=== design 1 ===
design_1/placement_by_type.png
(2 px per um)
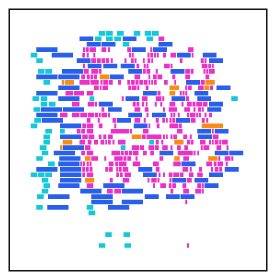

<file path="src/rtl/lcd_pkg.sv">
// lcd_pkg: shared definitions for the LCD hex writer slice.
//   - state_t        : command sequencer state encoding
//   - ASCII_0/ASCII_A: base characters for hex digit conversion
//   - hex_to_ascii() : 4-bit nibble to uppercase ASCII hex digit
package lcd_pkg;

  typedef enum logic [2:0] {
    ST_BOOT_PULSE = 3'd0,
    ST_BOOT_WAIT  = 3'd1,
    ST_READY      = 3'd2,
    ST_CLR_PULSE  = 3'd3,
    ST_CLR_WAIT   = 3'd4,
    ST_CHR_PULSE  = 3'd5,
    ST_CHR_WAIT   = 3'd6
  } state_t;

  localparam logic [7:0] ASCII_0 = 8'h30;
  localparam logic [7:0] ASCII_A = 8'h41;

  function automatic logic [7:0] hex_to_ascii(input logic [3:0] nibble);
    if (nibble < 4'd10) begin
      return ASCII_0 + {4'h0, nibble};
    end
    return ASCII_A + {4'h0, nibble} - 8'd10;
  endfunction

endpackage

</file>
<file path="src/rtl/lcd_wait_timer.sv">
// lcd_wait_timer: 32-bit down-counter shared by all wait states.
// Ports:
//   clk, reset    : clock, synchronous active-high reset
//   i_load        : load i_load_val and start counting (one cycle)
//   i_load_val    : wait length minus one
//   o_done        : high for the one cycle in which the count reaches zero
// A load of N keeps the timer running for N+1 cycles, so a load of 0 gives
// a one-cycle wait.
module lcd_wait_timer (
  input  logic        clk,
  input  logic        reset,
  input  logic        i_load,
  input  logic [31:0] i_load_val,
  output logic        o_done
);

  logic [31:0] r_count;
  logic        r_active;

  always_ff @(posedge clk) begin
    if (reset) begin
      r_count  <= 32'd0;
      r_active <= 1'b0;
    end else if (i_load) begin
      r_count  <= i_load_val;
      r_active <= 1'b1;
    end else if (r_active) begin
      if (r_count == 32'd0) begin
        r_active <= 1'b0;
      end else begin
        r_count <= r_count - 32'd1;
      end
    end
  end

  assign o_done = r_active && (r_count == 32'd0);

endmodule

</file>
<file path="src/rtl/lcd_hex_writer.sv">
// lcd_hex_writer: command sequencer in front of a character LCD controller.
// Boots the LCD, then on each accepted start clears the display and writes
// the latched 32-bit value as 8 uppercase hex characters, MS nibble first.
// Ports:
//   clk, reset   : clock, synchronous active-high reset
//   start        : display request, only honoured while busy is low
//   value[31:0]  : word to display, latched when start is accepted
//   busy         : high while booting or writing
//   lcd_init     : one-cycle init pulse to the LCD controller
//   lcd_enviar   : one-cycle write-character pulse (character on lcd_info)
//   lcd_limpiar  : one-cycle clear-display pulse
//   lcd_info[7:0]: ASCII character, held until the next character pulse
// All outputs are registered from the next-state decode so they line up
// with the state they belong to.
module lcd_hex_writer
  import lcd_pkg::*;
#(
  parameter int unsigned BOOT_CYCLES  = 1000000,
  parameter int unsigned CLEAR_CYCLES = 82000,
  parameter int unsigned CHAR_CYCLES  = 2000
) (
  input  logic        clk,
  input  logic        reset,
  input  logic        start,
  input  logic [31:0] value,
  output logic        busy,
  output logic        lcd_init,
  output logic        lcd_enviar,
  output logic        lcd_limpiar,
  output logic [7:0]  lcd_info
);

  // Timer holds "cycles minus one"; a zero-length wait still spends one cycle.
  localparam logic [31:0] BOOT_LOAD  = (BOOT_CYCLES  == 0) ? 32'd0 : 32'(BOOT_CYCLES  - 1);
  localparam logic [31:0] CLEAR_LOAD = (CLEAR_CYCLES == 0) ? 32'd0 : 32'(CLEAR_CYCLES - 1);
  localparam logic [31:0] CHAR_LOAD  = (CHAR_CYCLES  == 0) ? 32'd0 : 32'(CHAR_CYCLES  - 1);

  state_t      r_state;
  state_t      w_next;
  logic [2:0]  r_idx;
  logic [2:0]  w_idx_next;
  logic [31:0] r_value_q;
  logic        w_latch;
  logic        w_load;
  logic [31:0] w_load_val;
  logic        w_done;
  logic [3:0]  w_nibble;

  logic        r_busy;
  logic        r_lcd_init;
  logic        r_lcd_enviar;
  logic        r_lcd_limpiar;
  logic [7:0]  r_lcd_info;

  lcd_wait_timer u_timer (
    .clk        (clk),
    .reset      (reset),
    .i_load     (w_load),
    .i_load_val (w_load_val),
    .o_done     (w_done)
  );

  always_ff @(posedge clk) begin
    if (reset) begin
      r_state <= ST_BOOT_PULSE;
      r_idx   <= 3'd7;
    end else begin
      r_state <= w_next;
      r_idx   <= w_idx_next;
    end
  end

  // Data register: only the accept strobe matters, no reset needed.
  always_ff @(posedge clk) begin
    if (w_latch) begin
      r_value_q <= value;
    end
  end

  always_comb begin
    w_next     = r_state;
    w_idx_next = r_idx;
    w_latch    = 1'b0;
    case (r_state)
      // The init pulse register starts at 0 out of reset, so BOOT_PULSE
      // holds one extra edge to launch the pulse, then moves on while it
      // is visible.
      ST_BOOT_PULSE: if (r_lcd_init) w_next = ST_BOOT_WAIT;
      ST_BOOT_WAIT:  if (w_done) w_next = ST_READY;
      ST_READY: begin
        if (start) begin
          w_next     = ST_CLR_PULSE;
          w_idx_next = 3'd7;
          w_latch    = 1'b1;
        end
      end
      ST_CLR_PULSE:  w_next = ST_CLR_WAIT;
      ST_CLR_WAIT:   if (w_done) w_next = ST_CHR_PULSE;
      ST_CHR_PULSE:  w_next = ST_CHR_WAIT;
      ST_CHR_WAIT: begin
        if (w_done) begin
          if (r_idx == 3'd0) begin
            w_next = ST_READY;
          end else begin
            w_next     = ST_CHR_PULSE;
            w_idx_next = r_idx - 3'd1;
          end
        end
      end
      default: w_next = ST_BOOT_PULSE;
    endcase
  end

  // Timer is loaded on the edge that enters a wait state.
  always_comb begin
    w_load     = 1'b0;
    w_load_val = 32'd0;
    case (w_next)
      ST_BOOT_WAIT: begin
        w_load     = (r_state != ST_BOOT_WAIT);
        w_load_val = BOOT_LOAD;
      end
      ST_CLR_WAIT: begin
        w_load     = (r_state != ST_CLR_WAIT);
        w_load_val = CLEAR_LOAD;
      end
      ST_CHR_WAIT: begin
        w_load     = (r_state != ST_CHR_WAIT);
        w_load_val = CHAR_LOAD;
      end
      default: ;
    endcase
  end

  assign w_nibble = r_value_q[{w_idx_next, 2'b00} +: 4];

  always_ff @(posedge clk) begin
    if (reset) begin
      r_busy        <= 1'b1;
      r_lcd_init    <= 1'b0;
      r_lcd_enviar  <= 1'b0;
      r_lcd_limpiar <= 1'b0;
      r_lcd_info    <= 8'h00;
    end else begin
      r_busy        <= (w_next != ST_READY);
      r_lcd_init    <= (r_state == ST_BOOT_PULSE) && !r_lcd_init;
      r_lcd_enviar  <= (w_next == ST_CHR_PULSE);
      r_lcd_limpiar <= (w_next == ST_CLR_PULSE);
      if (w_next == ST_CHR_PULSE) begin
        r_lcd_info <= hex_to_ascii(w_nibble);
      end
    end
  end

  assign busy        = r_busy;
  assign lcd_init    = r_lcd_init;
  assign lcd_enviar  = r_lcd_enviar;
  assign lcd_limpiar = r_lcd_limpiar;
  assign lcd_info    = r_lcd_info;

endmodule

</file>
<file path="config.mk">
export PLATFORM = sky130hd
export DESIGN_NAME = lcd_hex_writer
export DESIGN_NICKNAME = d
export VERILOG_FILES = /design/src/rtl/lcd_pkg.sv /design/src/rtl/lcd_wait_timer.sv /design/src/rtl/lcd_hex_writer.sv
export SDC_FILE = /design/constraint.sdc
export NUM_CORES = 1
export LEC_CHECK = 0
export CAP_MARGIN = 30
export CORE_AREA = 10 10 118 120
export CTS_BUF_LIST = sky130_fd_sc_hd__clkbuf_8
export CTS_CLUSTER_DIAMETER = 100
export DETAILED_ROUTE_END_ITERATION = 10
export DIE_AREA = 0 0 128 130
export PLACE_DENSITY = 0.59
export SLEW_MARGIN = 0
export SYNTH_ARGS = -nofsm -noshare
export SYNTH_HDL_FRONTEND = slang
export SYNTH_SLANG_ARGS = --single-unit
</file>
<file path="constraint.sdc">
create_clock -name clk -period 4.6 [get_ports clk]
set_input_delay 0.92 -clock clk [delete_from_list [all_inputs] [get_ports clk]]
set_output_delay 0.92 -clock clk [all_outputs]
set_load 0.05 [all_outputs]
</file>
=== design 2 ===
--- src/rtl/serial_adder_pkg.sv ---
// Shared types and constants for the bit-serial adder.
// Holds the FSM state encoding, the default width and the counter-width helper.
package serial_adder_pkg;

   typedef enum logic [1:0] {
      IDLE  = 2'b00,
      SHIFT = 2'b01,
      DONE  = 2'b10
   } state_e;

   localparam int WIDTH_DEFAULT = 8;

   // Counter must be able to hold WIDTH itself, hence the +1.
   function automatic int cntWidth(input int w);
      return $clog2(w + 1);
   endfunction

endpackage

--- src/rtl/serial_adder_piso_shift_reg.sv ---
// Parallel-load, right-shift operand register feeding one bit per cycle to the adder.
// Load has priority over shift; the LSB is presented on lsb_o.
module piso_shift_reg #(
   parameter int WIDTH = 8
) (
   input  logic             clk,
   input  logic             rst,
   input  logic             load_i,
   input  logic             shift_i,
   input  logic [WIDTH-1:0] data_i,
   output logic             lsb_o
);

   logic [WIDTH-1:0] data_q;
   logic [WIDTH-1:0] data_d;

   always_comb begin
      data_d = data_q;
      if (load_i) begin
         data_d = data_i;
      end else if (shift_i) begin
         data_d = {1'b0, data_q[WIDTH-1:1]};
      end
   end

   always_ff @(posedge clk) begin
      if (rst) begin
         data_q <= '0;
      end else begin
         data_q <= data_d;
      end
   end

   assign lsb_o = data_q[0];

endmodule

--- src/rtl/serial_adder.sv ---
// Bit-serial ripple adder: one full-add step per clock, LSB first, WIDTH cycles per add.
// Optional two's-complement overflow output is enabled by defining SERIAL_ADDER_OVF_EN.
module serial_adder
   import serial_adder_pkg::*;
#(
   parameter int WIDTH = WIDTH_DEFAULT
) (
   input  logic             clk,
   input  logic             rst,
   input  logic             start,
   input  logic [WIDTH-1:0] a,
   input  logic [WIDTH-1:0] b,
   input  logic             c_in,
   output logic             busy,
   output logic             done,
   output logic [WIDTH-1:0] sum,
`ifdef SERIAL_ADDER_OVF_EN
   output logic             ovf,
`endif
   output logic             c_out
);

   localparam int CNT_W = cntWidth(WIDTH);
   localparam logic [CNT_W-1:0] LAST_BIT = CNT_W'(WIDTH - 1);

   state_e           state_q, state_d;
   logic [CNT_W-1:0] cnt_q, cnt_d;
   logic             carry_q, carry_d;
   logic [WIDTH-1:0] sum_q, sum_d;
   logic             cout_q, cout_d;
`ifdef SERIAL_ADDER_OVF_EN
   logic             ovf_q, ovf_d;
`endif

   logic aBit, bBit;
   logic loadOps, shiftOps;
   logic sBit, carryNext;

   assign loadOps  = (state_q == IDLE) && start;
   assign shiftOps = (state_q == SHIFT);

   piso_shift_reg #(.WIDTH(WIDTH)) u_aReg (
      .clk    (clk),
      .rst    (rst),
      .load_i (loadOps),
      .shift_i(shiftOps),
      .data_i (a),
      .lsb_o  (aBit)
   );

   piso_shift_reg #(.WIDTH(WIDTH)) u_bReg (
      .clk    (clk),
      .rst    (rst),
      .load_i (loadOps),
      .shift_i(shiftOps),
      .data_i (b),
      .lsb_o  (bBit)
   );

   assign sBit      = aBit ^ bBit ^ carry_q;
   assign carryNext = (aBit & bBit) | (aBit & carry_q) | (bBit & carry_q);

   // Sum bits enter from the MSB side so after WIDTH steps bit 0 lands in sum[0].
   always_comb begin
      state_d = state_q;
      cnt_d   = cnt_q;
      carry_d = carry_q;
      sum_d   = sum_q;
      cout_d  = cout_q;
`ifdef SERIAL_ADDER_OVF_EN
      ovf_d   = ovf_q;
`endif
      case (state_q)
         IDLE: begin
            if (start) begin
               state_d = SHIFT;
               cnt_d   = '0;
               carry_d = c_in;
               sum_d   = '0;
               cout_d  = 1'b0;
`ifdef SERIAL_ADDER_OVF_EN
               ovf_d   = 1'b0;
`endif
            end
         end
         SHIFT: begin
            sum_d   = {sBit, sum_q[WIDTH-1:1]};
            carry_d = carryNext;
            cnt_d   = cnt_q + CNT_W'(1);
            if (cnt_q == LAST_BIT) begin
               state_d = DONE;
               cout_d  = carryNext;
`ifdef SERIAL_ADDER_OVF_EN
               // carry_q here is the carry into the MSB.
               ovf_d   = carry_q ^ carryNext;
`endif
            end
         end
         DONE: begin
            state_d = IDLE;
         end
         default: begin
            state_d = IDLE;
         end
      endcase
   end

   always_ff @(posedge clk) begin
      if (rst) begin
         state_q <= IDLE;
         cnt_q   <= '0;
         carry_q <= 1'b0;
         sum_q   <= '0;
         cout_q  <= 1'b0;
`ifdef SERIAL_ADDER_OVF_EN
         ovf_q   <= 1'b0;
`endif
      end else begin
         state_q <= state_d;
         cnt_q   <= cnt_d;
         carry_q <= carry_d;
         sum_q   <= sum_d;
         cout_q  <= cout_d;
`ifdef SERIAL_ADDER_OVF_EN
         ovf_q   <= ovf_d;
`endif
      end
   end

   assign busy  = (state_q == SHIFT) || (state_q == DONE);
   assign done  = (state_q == DONE);
   assign sum   = sum_q;
   assign c_out = cout_q;
`ifdef SERIAL_ADDER_OVF_EN
   assign ovf   = ovf_q;
`endif

endmodule

--- config.mk ---
export PLATFORM = sky130hd
export DESIGN_NAME = serial_adder
export DESIGN_NICKNAME = d
export VERILOG_FILES = /design/src/rtl/serial_adder_pkg.sv /design/src/rtl/serial_adder_piso_shift_reg.sv /design/src/rtl/serial_adder.sv
export SDC_FILE = /design/constraint.sdc
export NUM_CORES = 1
export LEC_CHECK = 0
export ABC_AREA = 1
export ABC_CLOCK_PERIOD_IN_PS = 2100
export CAP_MARGIN = 20
export CORE_MARGIN = 2
export CORE_UTILIZATION = 45
export DETAILED_ROUTE_END_ITERATION = 8
export PLACE_DENSITY = 0.71
export SYNTH_ARGS = -nofsm -noshare
export SYNTH_HDL_FRONTEND = slang
export SYNTH_HIERARCHICAL = 1
export SYNTH_SLANG_ARGS = --single-unit
export TNS_END_PERCENT = 10
--- constraint.sdc ---
create_clock -name clk -period 2.1 [get_ports clk]
set_clock_uncertainty 0.1 [all_clocks]
set_input_delay 0.315 -clock clk [delete_from_list [all_inputs] [get_ports clk]]
set_output_delay 0.315 -clock clk [all_outputs]
set_load 0.02 [all_outputs]
=== design 3 ===
===== config.mk =====
export PLATFORM = sky130hd
export DESIGN_NAME = pll_reset_ctrl
export DESIGN_NICKNAME = d
export VERILOG_FILES = /design/src/rtl/pll_reset_ctrl.sv
export SDC_FILE = /design/constraint.sdc
export NUM_CORES = 1
export LEC_CHECK = 0
export CORE_UTILIZATION = 40
export DETAILED_ROUTE_END_ITERATION = 10
export HOLD_SLACK_MARGIN = 0.08
export MAX_ROUTING_LAYER = met4
export PLACE_DENSITY = 0.64
export SLEW_MARGIN = 15
export SYNTH_ARGS = -nofsm -noshare
export SYNTH_HDL_FRONTEND = slang
export SYNTH_SLANG_ARGS = --single-unit

===== constraint.sdc =====
create_clock -name clk -period 5.4 [get_ports clk]
set_clock_uncertainty 0.1 [all_clocks]
set_input_delay 0.54 -clock clk [delete_from_list [all_inputs] [get_ports clk]]
set_output_delay 0.54 -clock clk [all_outputs]
set_load 0.1 [all_outputs]

===== src/rtl/pll_reset_ctrl.sv =====
// PLL power-up / recovery sequencer: power-down, reset, lock wait, stability qualification, retry and fault.
// Optional lock-loss glitch filter in RUN: define PLL_RESET_CTRL_GLITCH_FILTER_EN.
module pll_reset_ctrl #(
    parameter int unsigned PWD_CYCLES    = 4,
    parameter int unsigned RST_CYCLES    = 16,
    parameter int unsigned LOCK_TIMEOUT  = 50000,
    parameter int unsigned STABLE_CYCLES = 1024,
    parameter int unsigned MAX_RETRY     = 3
`ifdef PLL_RESET_CTRL_GLITCH_FILTER_EN
    ,
    parameter int unsigned GLITCH_CYCLES = 8
`endif
) (
    input  logic       clk,
    input  logic       rst,
    input  logic       pll_lock,
    input  logic       soft_restart,
    output logic       pll_pwd,
    output logic       pll_rst,
    output logic       clk_ready,
    output logic       fault,
    output logic [3:0] retry_cnt,
    output logic [7:0] lock_lost_cnt
);

    typedef enum logic [2:0] {
        ST_PWD       = 3'd0,
        ST_RST       = 3'd1,
        ST_WAIT_LOCK = 3'd2,
        ST_STABLE    = 3'd3,
        ST_RUN       = 3'd4,
        ST_FAULT     = 3'd5
    } state_t;

    localparam logic [15:0] PWD_LAST     = 16'(PWD_CYCLES - 1);
    localparam logic [15:0] RST_LAST     = 16'(RST_CYCLES - 1);
    localparam logic [15:0] TIMEOUT_LAST = 16'(LOCK_TIMEOUT - 1);
    localparam logic [15:0] STABLE_LAST  = 16'(STABLE_CYCLES - 1);
    localparam logic [3:0]  RETRY_LIMIT  = 4'(MAX_RETRY);

    logic [1:0]  sync_r;
    logic        lock_s;
    logic        loss_s;
    state_t      state_r;
    state_t      state_s;
    logic [15:0] cnt_r;
    logic [3:0]  retry_r;
    logic [3:0]  retry_s;
    logic [7:0]  lost_r;
    logic [7:0]  lost_s;
    logic        pwd_s;
    logic        prst_s;
    logic        ready_s;
    logic        fault_s;

    assign lock_s        = sync_r[1];
    assign retry_cnt     = retry_r;
    assign lock_lost_cnt = lost_r;

    // Two-flop synchroniser for the asynchronous PLL lock
    always_ff @(posedge clk) begin
        if (rst) begin
            sync_r <= 2'b00;
        end else begin
            sync_r <= {sync_r[0], pll_lock};
        end
    end

`ifdef PLL_RESET_CTRL_GLITCH_FILTER_EN
    localparam logic [7:0] GLITCH_LAST = 8'(GLITCH_CYCLES - 1);
    logic [7:0] glitch_r;

    // Consecutive low-sample counter, only armed while running
    always_ff @(posedge clk) begin
        if (rst) begin
            glitch_r <= 8'd0;
        end else if (soft_restart || (state_r != ST_RUN) || lock_s) begin
            glitch_r <= 8'd0;
        end else if (glitch_r != GLITCH_LAST) begin
            glitch_r <= glitch_r + 8'd1;
        end else begin
            glitch_r <= glitch_r;
        end
    end

    assign loss_s = !lock_s && (glitch_r == GLITCH_LAST);
`else
    assign loss_s = !lock_s;
`endif

    // Next-state, retry and lock-loss bookkeeping
    always_comb begin
        state_s = state_r;
        retry_s = retry_r;
        lost_s  = lost_r;
        if (soft_restart) begin
            state_s = ST_PWD;
            retry_s = 4'd0;
        end else begin
            case (state_r)
                ST_PWD: begin
                    if (cnt_r == PWD_LAST) state_s = ST_RST;
                    else                   state_s = ST_PWD;
                end
                ST_RST: begin
                    if (cnt_r == RST_LAST) state_s = ST_WAIT_LOCK;
                    else                   state_s = ST_RST;
                end
                ST_WAIT_LOCK: begin
                    // Lock wins over a simultaneous timeout
                    if (lock_s) begin
                        state_s = ST_STABLE;
                    end else if (cnt_r == TIMEOUT_LAST) begin
                        if (retry_r == RETRY_LIMIT) begin
                            state_s = ST_FAULT;
                        end else begin
                            retry_s = retry_r + 4'd1;
                            state_s = ST_RST;
                        end
                    end else begin
                        state_s = ST_WAIT_LOCK;
                    end
                end
                ST_STABLE: begin
                    if (!lock_s) begin
                        state_s = ST_WAIT_LOCK;
                    end else if (cnt_r == STABLE_LAST) begin
                        state_s = ST_RUN;
                        retry_s = 4'd0;
                    end else begin
                        state_s = ST_STABLE;
                    end
                end
                ST_RUN: begin
                    if (loss_s) begin
                        state_s = ST_RST;
                        if (lost_r != 8'hFF) lost_s = lost_r + 8'd1;
                        else                 lost_s = lost_r;
                    end else begin
                        state_s = ST_RUN;
                    end
                end
                ST_FAULT: state_s = ST_FAULT;
                default:  state_s = ST_PWD;
            endcase
        end
    end

    // Output decode from the upcoming state so every output is a flop
    always_comb begin
        pwd_s   = 1'b0;
        prst_s  = 1'b0;
        ready_s = 1'b0;
        fault_s = 1'b0;
        case (state_s)
            ST_PWD:       begin pwd_s = 1'b1; prst_s = 1'b1; end
            ST_RST:       prst_s  = 1'b1;
            ST_WAIT_LOCK: prst_s  = 1'b0;
            ST_STABLE:    prst_s  = 1'b0;
            ST_RUN:       ready_s = 1'b1;
            ST_FAULT:     begin pwd_s = 1'b1; prst_s = 1'b1; fault_s = 1'b1; end
            default:      begin pwd_s = 1'b1; prst_s = 1'b1; end
        endcase
    end

    // State, phase counter, bookkeeping and output registers
    always_ff @(posedge clk) begin
        if (rst) begin
            state_r   <= ST_PWD;
            cnt_r     <= 16'd0;
            retry_r   <= 4'd0;
            lost_r    <= 8'd0;
            pll_pwd   <= 1'b1;
            pll_rst   <= 1'b1;
            clk_ready <= 1'b0;
            fault     <= 1'b0;
        end else begin
            state_r <= state_s;
            if (soft_restart || (state_s != state_r)) cnt_r <= 16'd0;
            else                                      cnt_r <= cnt_r + 16'd1;
            retry_r   <= retry_s;
            lost_r    <= lost_s;
            pll_pwd   <= pwd_s;
            pll_rst   <= prst_s;
            clk_ready <= ready_s;
            fault     <= fault_s;
        end
    end

endmodule

=== design 4 ===
### src/rtl/shreg_pkg.sv
// Shared constants for the universal shift register: mode codes, burst FSM states, burst directions.
package shreg_pkg;

  localparam int unsigned MODE_W = 3;

  localparam logic [MODE_W-1:0] MODE_HOLD = 3'b000;
  localparam logic [MODE_W-1:0] MODE_SHR  = 3'b001;
  localparam logic [MODE_W-1:0] MODE_SHL  = 3'b010;
  localparam logic [MODE_W-1:0] MODE_LOAD = 3'b011;
  localparam logic [MODE_W-1:0] MODE_ROR  = 3'b100;
  localparam logic [MODE_W-1:0] MODE_ROL  = 3'b101;
  localparam logic [MODE_W-1:0] MODE_CLR  = 3'b111;

  typedef enum logic {
    ST_IDLE = 1'b0,
    ST_RUN  = 1'b1
  } burst_state_e;

  localparam logic DIR_R = 1'b0;
  localparam logic DIR_L = 1'b1;

endpackage

### src/rtl/shreg_burst_ctrl.sv
// Burst engine: accepts START/DIR/LEN while idle and issues LEN back-to-back shift enables,
// then pulses DONE for one cycle.
module shreg_burst_ctrl
  import shreg_pkg::*;
#(
  parameter int unsigned CNT_W = 4
) (
  input  logic             clk,
  input  logic             rst,
  input  logic             start,
  input  logic             dir,
  input  logic [CNT_W-1:0] len,
  output logic             shift_en_c,
  output logic             shift_dir_c,
  output logic             busy,
  output logic             done
);

  burst_state_e     state_q, state_d;
  logic [CNT_W-1:0] cnt_q, cnt_d;
  logic             dir_q, dir_d;
  logic             done_q, done_d;

  always_ff @(posedge clk or posedge rst) begin
    if (rst) begin
      state_q <= ST_IDLE;
      cnt_q   <= '0;
      dir_q   <= DIR_R;
      done_q  <= 1'b0;
    end else begin
      state_q <= state_d;
      cnt_q   <= cnt_d;
      dir_q   <= dir_d;
      done_q  <= done_d;
    end
  end

  always_comb begin
    state_d = state_q;
    cnt_d   = cnt_q;
    dir_d   = dir_q;
    done_d  = 1'b0;
    unique case (state_q)
      ST_IDLE: begin
        if (start) begin
          if (len != '0) begin
            dir_d   = dir;
            cnt_d   = len;
            state_d = ST_RUN;
          end else begin
            done_d  = 1'b1;
          end
        end
      end
      ST_RUN: begin
        cnt_d = cnt_q - CNT_W'(1);
        if (cnt_q == CNT_W'(1)) begin
          state_d = ST_IDLE;
          done_d  = 1'b1;
        end
      end
      default: state_d = ST_IDLE;
    endcase
  end

  assign shift_en_c  = (state_q == ST_RUN);
  assign shift_dir_c = dir_q;
  assign busy        = (state_q == ST_RUN);
  assign done        = done_q;

endmodule

### src/rtl/shreg_univ_n.sv
// WIDTH-bit universal shift register (hold/shift/load/rotate/clear) with a burst shift engine.
// Rotate modes are built only when SHREG_ROTATE_EN is defined; otherwise they hold.
module shreg_univ_n
  import shreg_pkg::*;
#(
  parameter  int unsigned WIDTH = 8,
  localparam int unsigned CNT_W = $clog2(WIDTH + 1)
) (
  input  logic             CP,
  input  logic             CR,
  input  logic [2:0]       S,
  input  logic [WIDTH-1:0] D,
  input  logic             DSR,
  input  logic             DSL,
  input  logic             START,
  input  logic             DIR,
  input  logic [CNT_W-1:0] LEN,
  output logic [WIDTH-1:0] Q,
  output logic             SO_R,
  output logic             SO_L,
  output logic             BUSY,
  output logic             DONE
);

  logic [WIDTH-1:0] q_q, q_d;
  logic [WIDTH-1:0] shr_c, shl_c;
  logic             shift_en_c, shift_dir_c;

  shreg_burst_ctrl #(
    .CNT_W (CNT_W)
  ) u_burst_ctrl (
    .clk         (CP),
    .rst         (CR),
    .start       (START),
    .dir         (DIR),
    .len         (LEN),
    .shift_en_c  (shift_en_c),
    .shift_dir_c (shift_dir_c),
    .busy        (BUSY),
    .done        (DONE)
  );

  assign shr_c = {q_q[WIDTH-2:0], DSR};
  assign shl_c = {DSL, q_q[WIDTH-1:1]};

  // Burst shifts win; S is only decoded when idle with no START (START edge holds Q).
  always_comb begin
    q_d = q_q;
    if (shift_en_c) begin
      q_d = (shift_dir_c == DIR_L) ? shl_c : shr_c;
    end else if (!BUSY && !START) begin
      case (S)
        MODE_SHR:  q_d = shr_c;
        MODE_SHL:  q_d = shl_c;
        MODE_LOAD: q_d = D;
`ifdef SHREG_ROTATE_EN
        MODE_ROR:  q_d = {q_q[WIDTH-2:0], q_q[WIDTH-1]};
        MODE_ROL:  q_d = {q_q[0], q_q[WIDTH-1:1]};
`endif
        MODE_CLR:  q_d = '0;
        default:   q_d = q_q;
      endcase
    end
  end

  always_ff @(posedge CP or posedge CR) begin
    if (CR) q_q <= '0;
    else    q_q <= q_d;
  end

  assign Q    = q_q;
  assign SO_R = q_q[WIDTH-1];
  assign SO_L = q_q[0];

endmodule

### config.mk
export PLATFORM = sky130hd
export DESIGN_NAME = shreg_univ_n
export DESIGN_NICKNAME = d
export VERILOG_FILES = /design/src/rtl/shreg_pkg.sv /design/src/rtl/shreg_burst_ctrl.sv /design/src/rtl/shreg_univ_n.sv
export SDC_FILE = /design/constraint.sdc
export NUM_CORES = 1
export LEC_CHECK = 0
export CAP_MARGIN = 5
export CORE_MARGIN = 3
export CORE_UTILIZATION = 50
export DETAILED_ROUTE_END_ITERATION = 6
export PLACE_DENSITY_LB_ADDON = 0.3
export SLEW_MARGIN = 0
export SYNTH_ARGS = -nofsm -noshare
export SYNTH_HDL_FRONTEND = slang
export SYNTH_SLANG_ARGS = --single-unit
### constraint.sdc
create_clock -name CP -period 3.8 [get_ports CP]
set_input_delay 0.76 -clock CP [delete_from_list [all_inputs] [get_ports CP]]
set_output_delay 0.76 -clock CP [all_outputs]
set_load 0.01 [all_outputs]
design_4/clk_routes.png
(4 px per um)
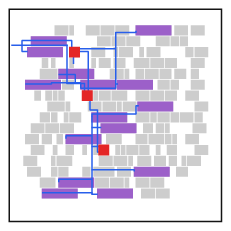
legend:
  red:
    item: clock drivers
    count: 3
  blue:
    item: clock wires
    length: 225 um
  purple:
    item: flip-flops
    count: 15
routed clock nets: 4
P_clk: 94.9 uW
Clock Power Share: 0.090
clk latency late pin: 0.28 ns
Setup Skew: 0.000653 ns

==> Changelog: implementation, design 4 <==
### Physical design

- Antenna diodes: 0
- FMAX: 397 MHz
- Post CTS Setup Buffer Count: 0
- GRT overflow: 0
- YS chip area: 1090 um^2
- Mux share: 0.164
- PortBufs: 32
- Die H: between 50 and 60 um
- Cell Chain, Critical Path: clkdlybuf4s50_1
- Most frequent logic cell in the layout: clkdlybuf4s50_1
- Drt via density: between 5 and 6
- CP max stage delay: 0.80 ns
- Power per cell area: 746 nW/um^2
- Critical path's top delay family: flip-flops
- Hold Vio Cnt, Final: 0
- Tool warnings: 27
- Rel. slew slack: 0.535
- Largest register FFs: 8
- Routed Antenna Nets: 0
- Mapped Area: 1090 um^2
- Hold crit path type: flip-flop to flip-flop
- Post-DP Area: 1390 um^2
- Global-route wire length before repair: 4.54 mm
- Simple share: 0.156
- Cell variety after synth: 34
- GR Util All Layers: 0.223
- R2R cell count: 3
- Status: completed
- Vias in the first global route: 946
-- design 4: power breakdown --
group          internal, uW  total (uW)  leakage [uW]  switching [uW]
combinational           335         577      0.000414             243
sequential              244         384      0.000171             140
clock                  40.8        94.9     0.0000150            54.2
total                   619        1060      0.000600             437
-- design 4: Yosys cell counts (all sizes together) (3+ instances only) --
cell     instances  area (um^2)
a21oi            6         30.0
a222oi           3         30.0
a2bb2oi          3         26.3
buf              7         46.3
dfrtp           15          375
inv              9         33.8
mux2             4         48.8
mux2i           13          130
nand2           12         52.6
nand2b           7         43.8
nor2             5         28.8
o221ai           5         43.8
o2bb2ai          5         43.8
-- design 4: final cells by class --
class | instances | area, um^2 | share of cell area
Clock buffer | 4 | 26.3 | 0.0186
Timing Repair Buffer | 32 | 320 | 0.226
Inverter | 9 | 33.8 | 0.0239
Multi-Input combinational cell | 82 | 627 | 0.443
Tap cell | 27 | 33.8 | 0.0239
Sequential cell | 15 | 375 | 0.265
-- design 4: per-layer routing --
layer  GRT usage  vias to the layer above  wire length (um)
li1            -                      470                 -
met1       0.288                      456              1150
met2       0.374                       34              1360
met3      0.0342                        2               127
met4      0.0766                        0                 9
met5           0                        -                 0
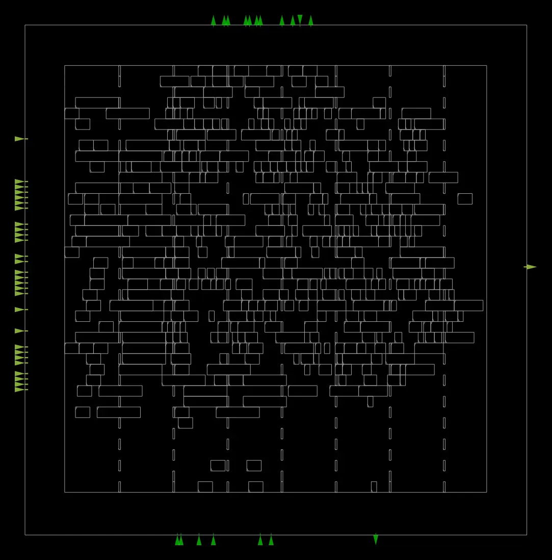
design_1/placement.png
fraction of area in registers: 0.413
standard-cell row count: 40
well tap count: 147

## Picture notes: design_1/placement_by_type.png
legend:
  cyan:
    class: remaining buffers and delay cells
    cells: 49
  orange:
    class: clock drivers and dummy loads
    cells: 16
  blue:
    class: sequential cells
    cells: 82
  magenta:
    class: combinational and other logic
    cells: 309

==> Changelog: implementation, design 1 <==
### Physical design

- Final setup violation count: 0
- # hold bufs at CTS: 0
- Cell Chain, Critical Path: or4_1 > nor4_4 > and4_1 > nor2_4 > a2bb2oi_4 > mux2_2 > a222oi_1 > ha_1 > nor3b_1 > mux2i_1 > a211oi_1
- CP bufs+invs: 0
- CTS root buf: clkbuf_8
- Unrepaired setup endpoints after global routing: false
- Clock network area share: 0.0411
- CP max stage delay: approximately 0.68 ns
- Hold Path End: lcd_info[3]$_SDFFE_PP0P_
- Synth Area in Compound Gates: 0.108
- Post-synth EDFFs: 32
- Vias in the first global route: 3042
- GR Util All Layers: 0.111
- PortBufs: approximately 45
- Critical Path AT: around 4.5 ns
- Logic area: 1890 um^2
- DR iter-0 viols: between 150 and 200
- Critical path's top delay family: simple AND/OR/NAND/NOR gates
- Setup TNS Final: 0 ns
- Synth-to-Final Area Change: 19.7%
- Synth Register Bits: 82
- Fp util: 0.339
- Post-cts sizing count: 0
- Slowest-stage cell, CP: or4_1
- CTS tree: built
- Status: completed
- Synth async-reset ratio: 0
- Xor+xnor area frac: 0.0618
- Dominant cell type by area after synthesis: dfxtp_1
- Rel. slew slack: 0.537
- Crit path required time: 4.89 ns
- Syn. warnings: 0
- Clk latency late pin: 0.37 ns
- Die H: 130 um
- CP Capture Point: lcd_info[2]$_SDFFE_PP0P_
- Peak supply drop: just over 0.2 mV
- Global-route wire length before repair: about 15 mm
- Seq/Total Area, Yosys: 0.494
- Utilization after layout: 0.406
- Pin count of the biggest net entering global routing: 35
- Maximum Capacitance Violations: 0
- Cells after DPL: 587
- Clock Buffer Count: 9
- Detailed-route wire length per cell: 15.1 um
[design 1: routing by layer]
layer | up-vias | track usage | routed length, um
met4 | 0 | 0.0404 | 109
met5 | - | 0 | 0
met2 | 56 | 0.190 | 4540
met1 | 1451 | 0.122 | 3980
met3 | 9 | 0.0430 | 465
li1 | 1560 | - | -
[design 1: synthesized netlist by cell type (3+ instances only)]
cell type	instances
a222oi_1	3
and2_1	3
mux2i_1	11
xnor2_1	12
nand2_1	41
and3_1	5
nand4_1	3
edfxtp_1	32
dfxtp_1	50
a21oi_1	30
nor2b_1	4
nand3_1	15
nor2_1	51
nor3_1	13
a211oi_1	4
nor4_1	8
nand2b_1	5
nor4b_1	3
or2_2	3
xor2_1	16
ha_1	5
clkbuf_1	16
o21ai_0	6
inv_1	10
or4_1	7
a31oi_1	5
a221oi_1	4
or3_1	7
[design 1: report_power, final]
group          leakage [uW]  switching (uW)  total (uW)  internal, uW
clock network      0.000102             270         520           250
logic               0.00104             183         317           133
registers          0.000695            37.1         827           790
total               0.00183             490        1660          1170
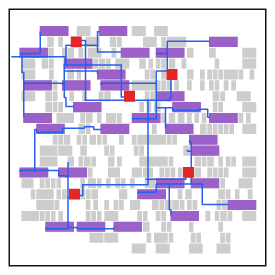
design_2/clk_routes.png
(4 px per um)
legend:
  purple:
    item: flip-flops
    count: 32
  blue:
    item: clock wires
    length: 433 um
  red:
    item: clock drivers
    count: 5
flops lie: all over the die

==> Changelog: implementation, design 2 <==
### Physical design

- Status: completed
- CTS root buf: clkbuf_4
- # hold bufs at CTS: 0
- CP Capture Point: done
- Post CTS Setup Buffer Count: 0
- Synth Register Bits: 32
- Worst-Margin Slew: 0.403 ns
- Critical Path Start Type: flip-flop
- Antenna diodes: 0
- GR Util All Layers: 0.168
- Top post-synthesis cells by count: nand2_1 (102), dfxtp_1 (32), inv_1 (32)
- DR iter-0 viols: 91
- Slowest-stage cell, CP: clkdlybuf4s50_1
- YS chip area: 1610 um^2
- WL final: 3.11 mm
- Die area: 4060 um^2
- Synth Net Count: 266
- Post-DP Area: just under 2000 um^2
- Drt via density: 4.52
- Vias in the first global route: about 1300
- Dominant cell type by area after synthesis: dfxtp_1
- Clock-pin slew on the worst setup and hold paths: 0.10 ns
- Hold Vio Cnt, Final: 0
- Cell variety after synth: 17
- Mapped Area: 1610 um^2
- DR pass1 iterations: 4
- Comb area leader: simple AND/OR/NAND/NOR gates
- Most frequent cell after synthesis: nand2_1
- Critical path's top delay family: buffers and inverters
- Final setup violation count: 0
- Dpl ws: 0.361 ns
- Pin count of the biggest net entering global routing: 17
- Cells after DPL: 314
- Power per cell area: around 1100 nW/um^2
- Standard-cell row count: 21
- Seq/Total Area, Yosys: 0.399
-- design 2: routing by layer --
layer,vias to the layer above,part of all wire,routed length [um],GRT usage
li1,791,-,-,-
met1,629,0.49,1520,0.205
met2,31,0.45,1400,0.272
met3,4,0.049,153,0.0446
met4,0,0.011,34,0.0815
met5,-,0,0,0
-- design 2: power by group --
part	total [uW]	internal, uW	switching (uW)
Clock	375	159	216
Combinational	1050	390	664
Sequential	827	750	77.8
Total	2260	1300	958
-- design 2: cell usage in the layout (no fill, tap or decap) --
cell type        instances
fa_1                     1
o21ai_0                  3
dfxtp_1                 32
clkbuf_8                 1
clkdlybuf4s50_1         29
inv_2                    4
inv_1                   32
dlygate4sd2_1            1
nand2_2                  1
ha_1                     6
a21oi_1                 24
nand2_1                102
clkbuf_4                 5
nand3_1                 10
nor2_1                  14
buf_4                    5
a21oi_2                  1
nor2_8                   2
clkinv_2                 2
nand4_1                  1
-- design 2: cell type report --
cell class / instances / area, um^2
timing repair buffer: 35 / 337
clock buffer: 6 / 51.3
inverter: 36 / 135
multi-input combinational: 165 / 777
fill: 345 / 1380
clock inverter: 2 / 10.0
tap: 46 / 57.6
sequential: 32 / 641
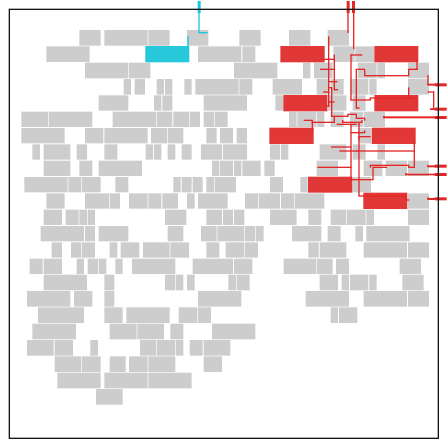
design_3/io_fan.png
(6 px per um)
legend:
  cyan:
    port: fault
    bits: 1
    direction: output
    edge: north
    end_cells: 1
    wire: 7.00 um
  red:
    port: lock_lost_cnt
    bits: 8
    direction: output
    edge: 6 east, 2 north
    end_cells: 8
    wire: 207 um
PortBufs: 19
I/O pin cnt: 20

==> Changelog: implementation, design 3 <==
### Physical design

- Top post-synthesis cells by count: dfxtp_1 (37), nor2_1 (23), nand2_1 (12), xor2_1 (12)
- Post CTS Setup Buffer Count: 0
- Power per cell area: 216 nW/um^2
- Hold Path End: sync_r[1]$_SDFF_PP0_
- Post-route DRC: 2
- Hold Vio Cnt, Final: 0
- Most frequent cell after synthesis: dfxtp_1
- Initial antenna violation count: 0
- CTS Sinks: 37
- Final worst setup slack: about 2.6 ns
- Synth Register Bits: 37
- Fp util: 0.429
- Design Power: 481 uW
- Clk latency late pin: 0.28 ns
- Mapped Area: 1920 um^2
- # nets final: roughly 230
- Die area: 5080 um^2
- HP Start: sync_r[0]$_SDFF_PP0_
- Detailed-route wire length per cell: around 13 um
- Most frequent cells in the layout: dfxtp_1 (37), nor2_1 (23), clkdlybuf4s50_1 (19)
- Global routing usage on met3: 0.0506
- Met3 Wirelength: 160 um
- Hold Crit Depth: 1
- Failing checks: DRC
- Synth Net Count: 212
- Synth async-reset ratio: 0
- Routed vias: 1494
- Status: finished, violations left
- CP Capture Point: cnt_r[4]$_SDFF_PP0_
- Antenna diodes: 0
- Main synth FF type: dfxtp_1
==> design 3: cells by family (layout without fill, tap and decap cells) <==
kind of cell | Yosys count | in the layout | share of synthesized area
AND-OR/OR-AND | 19 | 19 | 0.0743
XOR/XNOR | 23 | 23 | 0.105
adder cells (fa/ha/maj) | 3 | 3 | 0.0196
buffers and inverters | 10 | 31 | 0.0300
flip-flops | 37 | 37 | 0.386
multiplexers | 2 | 2 | 0.0104
AND/OR/NAND/NOR | 111 | 111 | 0.375
==> design 3: power by group <==
group          total [uW]  leakage (uW)  switching, uW  internal, uW
sequential            276      0.000299           1.41           274
clock                 191     0.0000443           89.5           101
combinational        14.7      0.000433           8.55          6.12
==> design 3: cell type report <==
class,count,area (um^2),area share
Timing Repair Buffer,20,198,0.0888
Inverter,4,15.0,0.00675
Clock buffer,7,86.3,0.0388
Multi-Input combinational cell,158,1120,0.504
Sequential cell,37,741,0.333
Tap cell,52,65.1,0.0292
==> design 3: state kept, by name (all words and copies together), names as in the netlist <==
register / count
cnt_r: 16
clk_ready: 1
lock_lost_cnt: 8
fault: 1
state_r: 3
retry_cnt: 4
pll_pwd: 1
pll_rst: 1
sync_r: 2


==> layout pictures side by side <==
Placed cells, one colour a class.
(4 px per um)
image #1
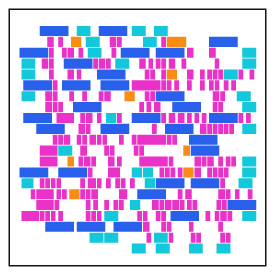
image #2
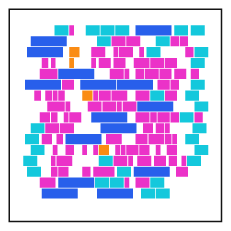
image #3
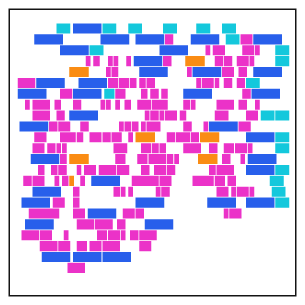
The one with the highest utilization is image #2.
Image #3 comes from design 3.
Image #2 comes from design 4.
Image #1 comes from design 2.


==> gallery <==
Port wiring.
panel A
(10 px per um)
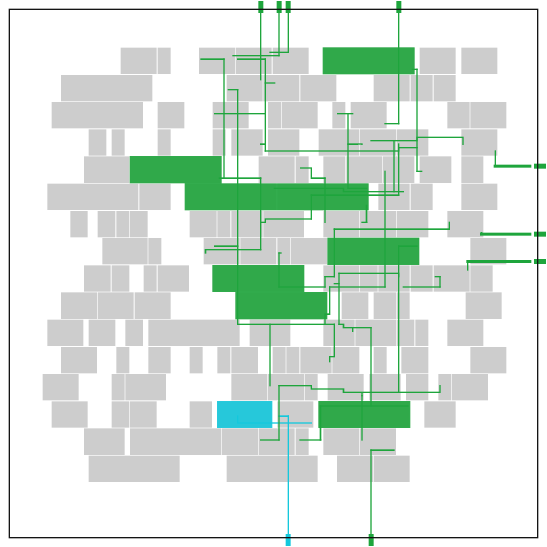
panel B
(4 px per um)
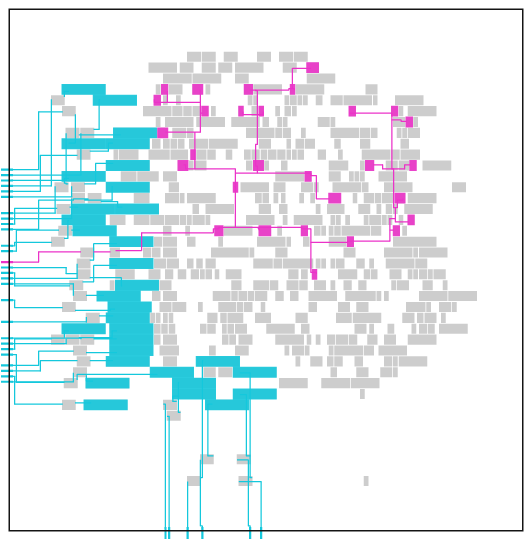
panel C
(8 px per um)
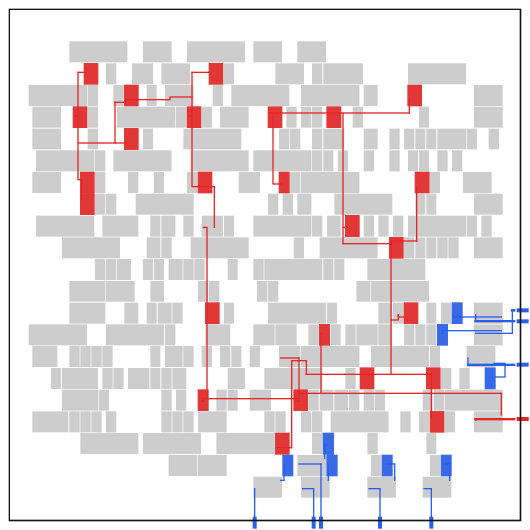
design 1 -> panel B
design 4 -> panel A
design 2 -> panel C
Of these, smallest die: panel A

Power is estimated from default activity; no workload was simulated.
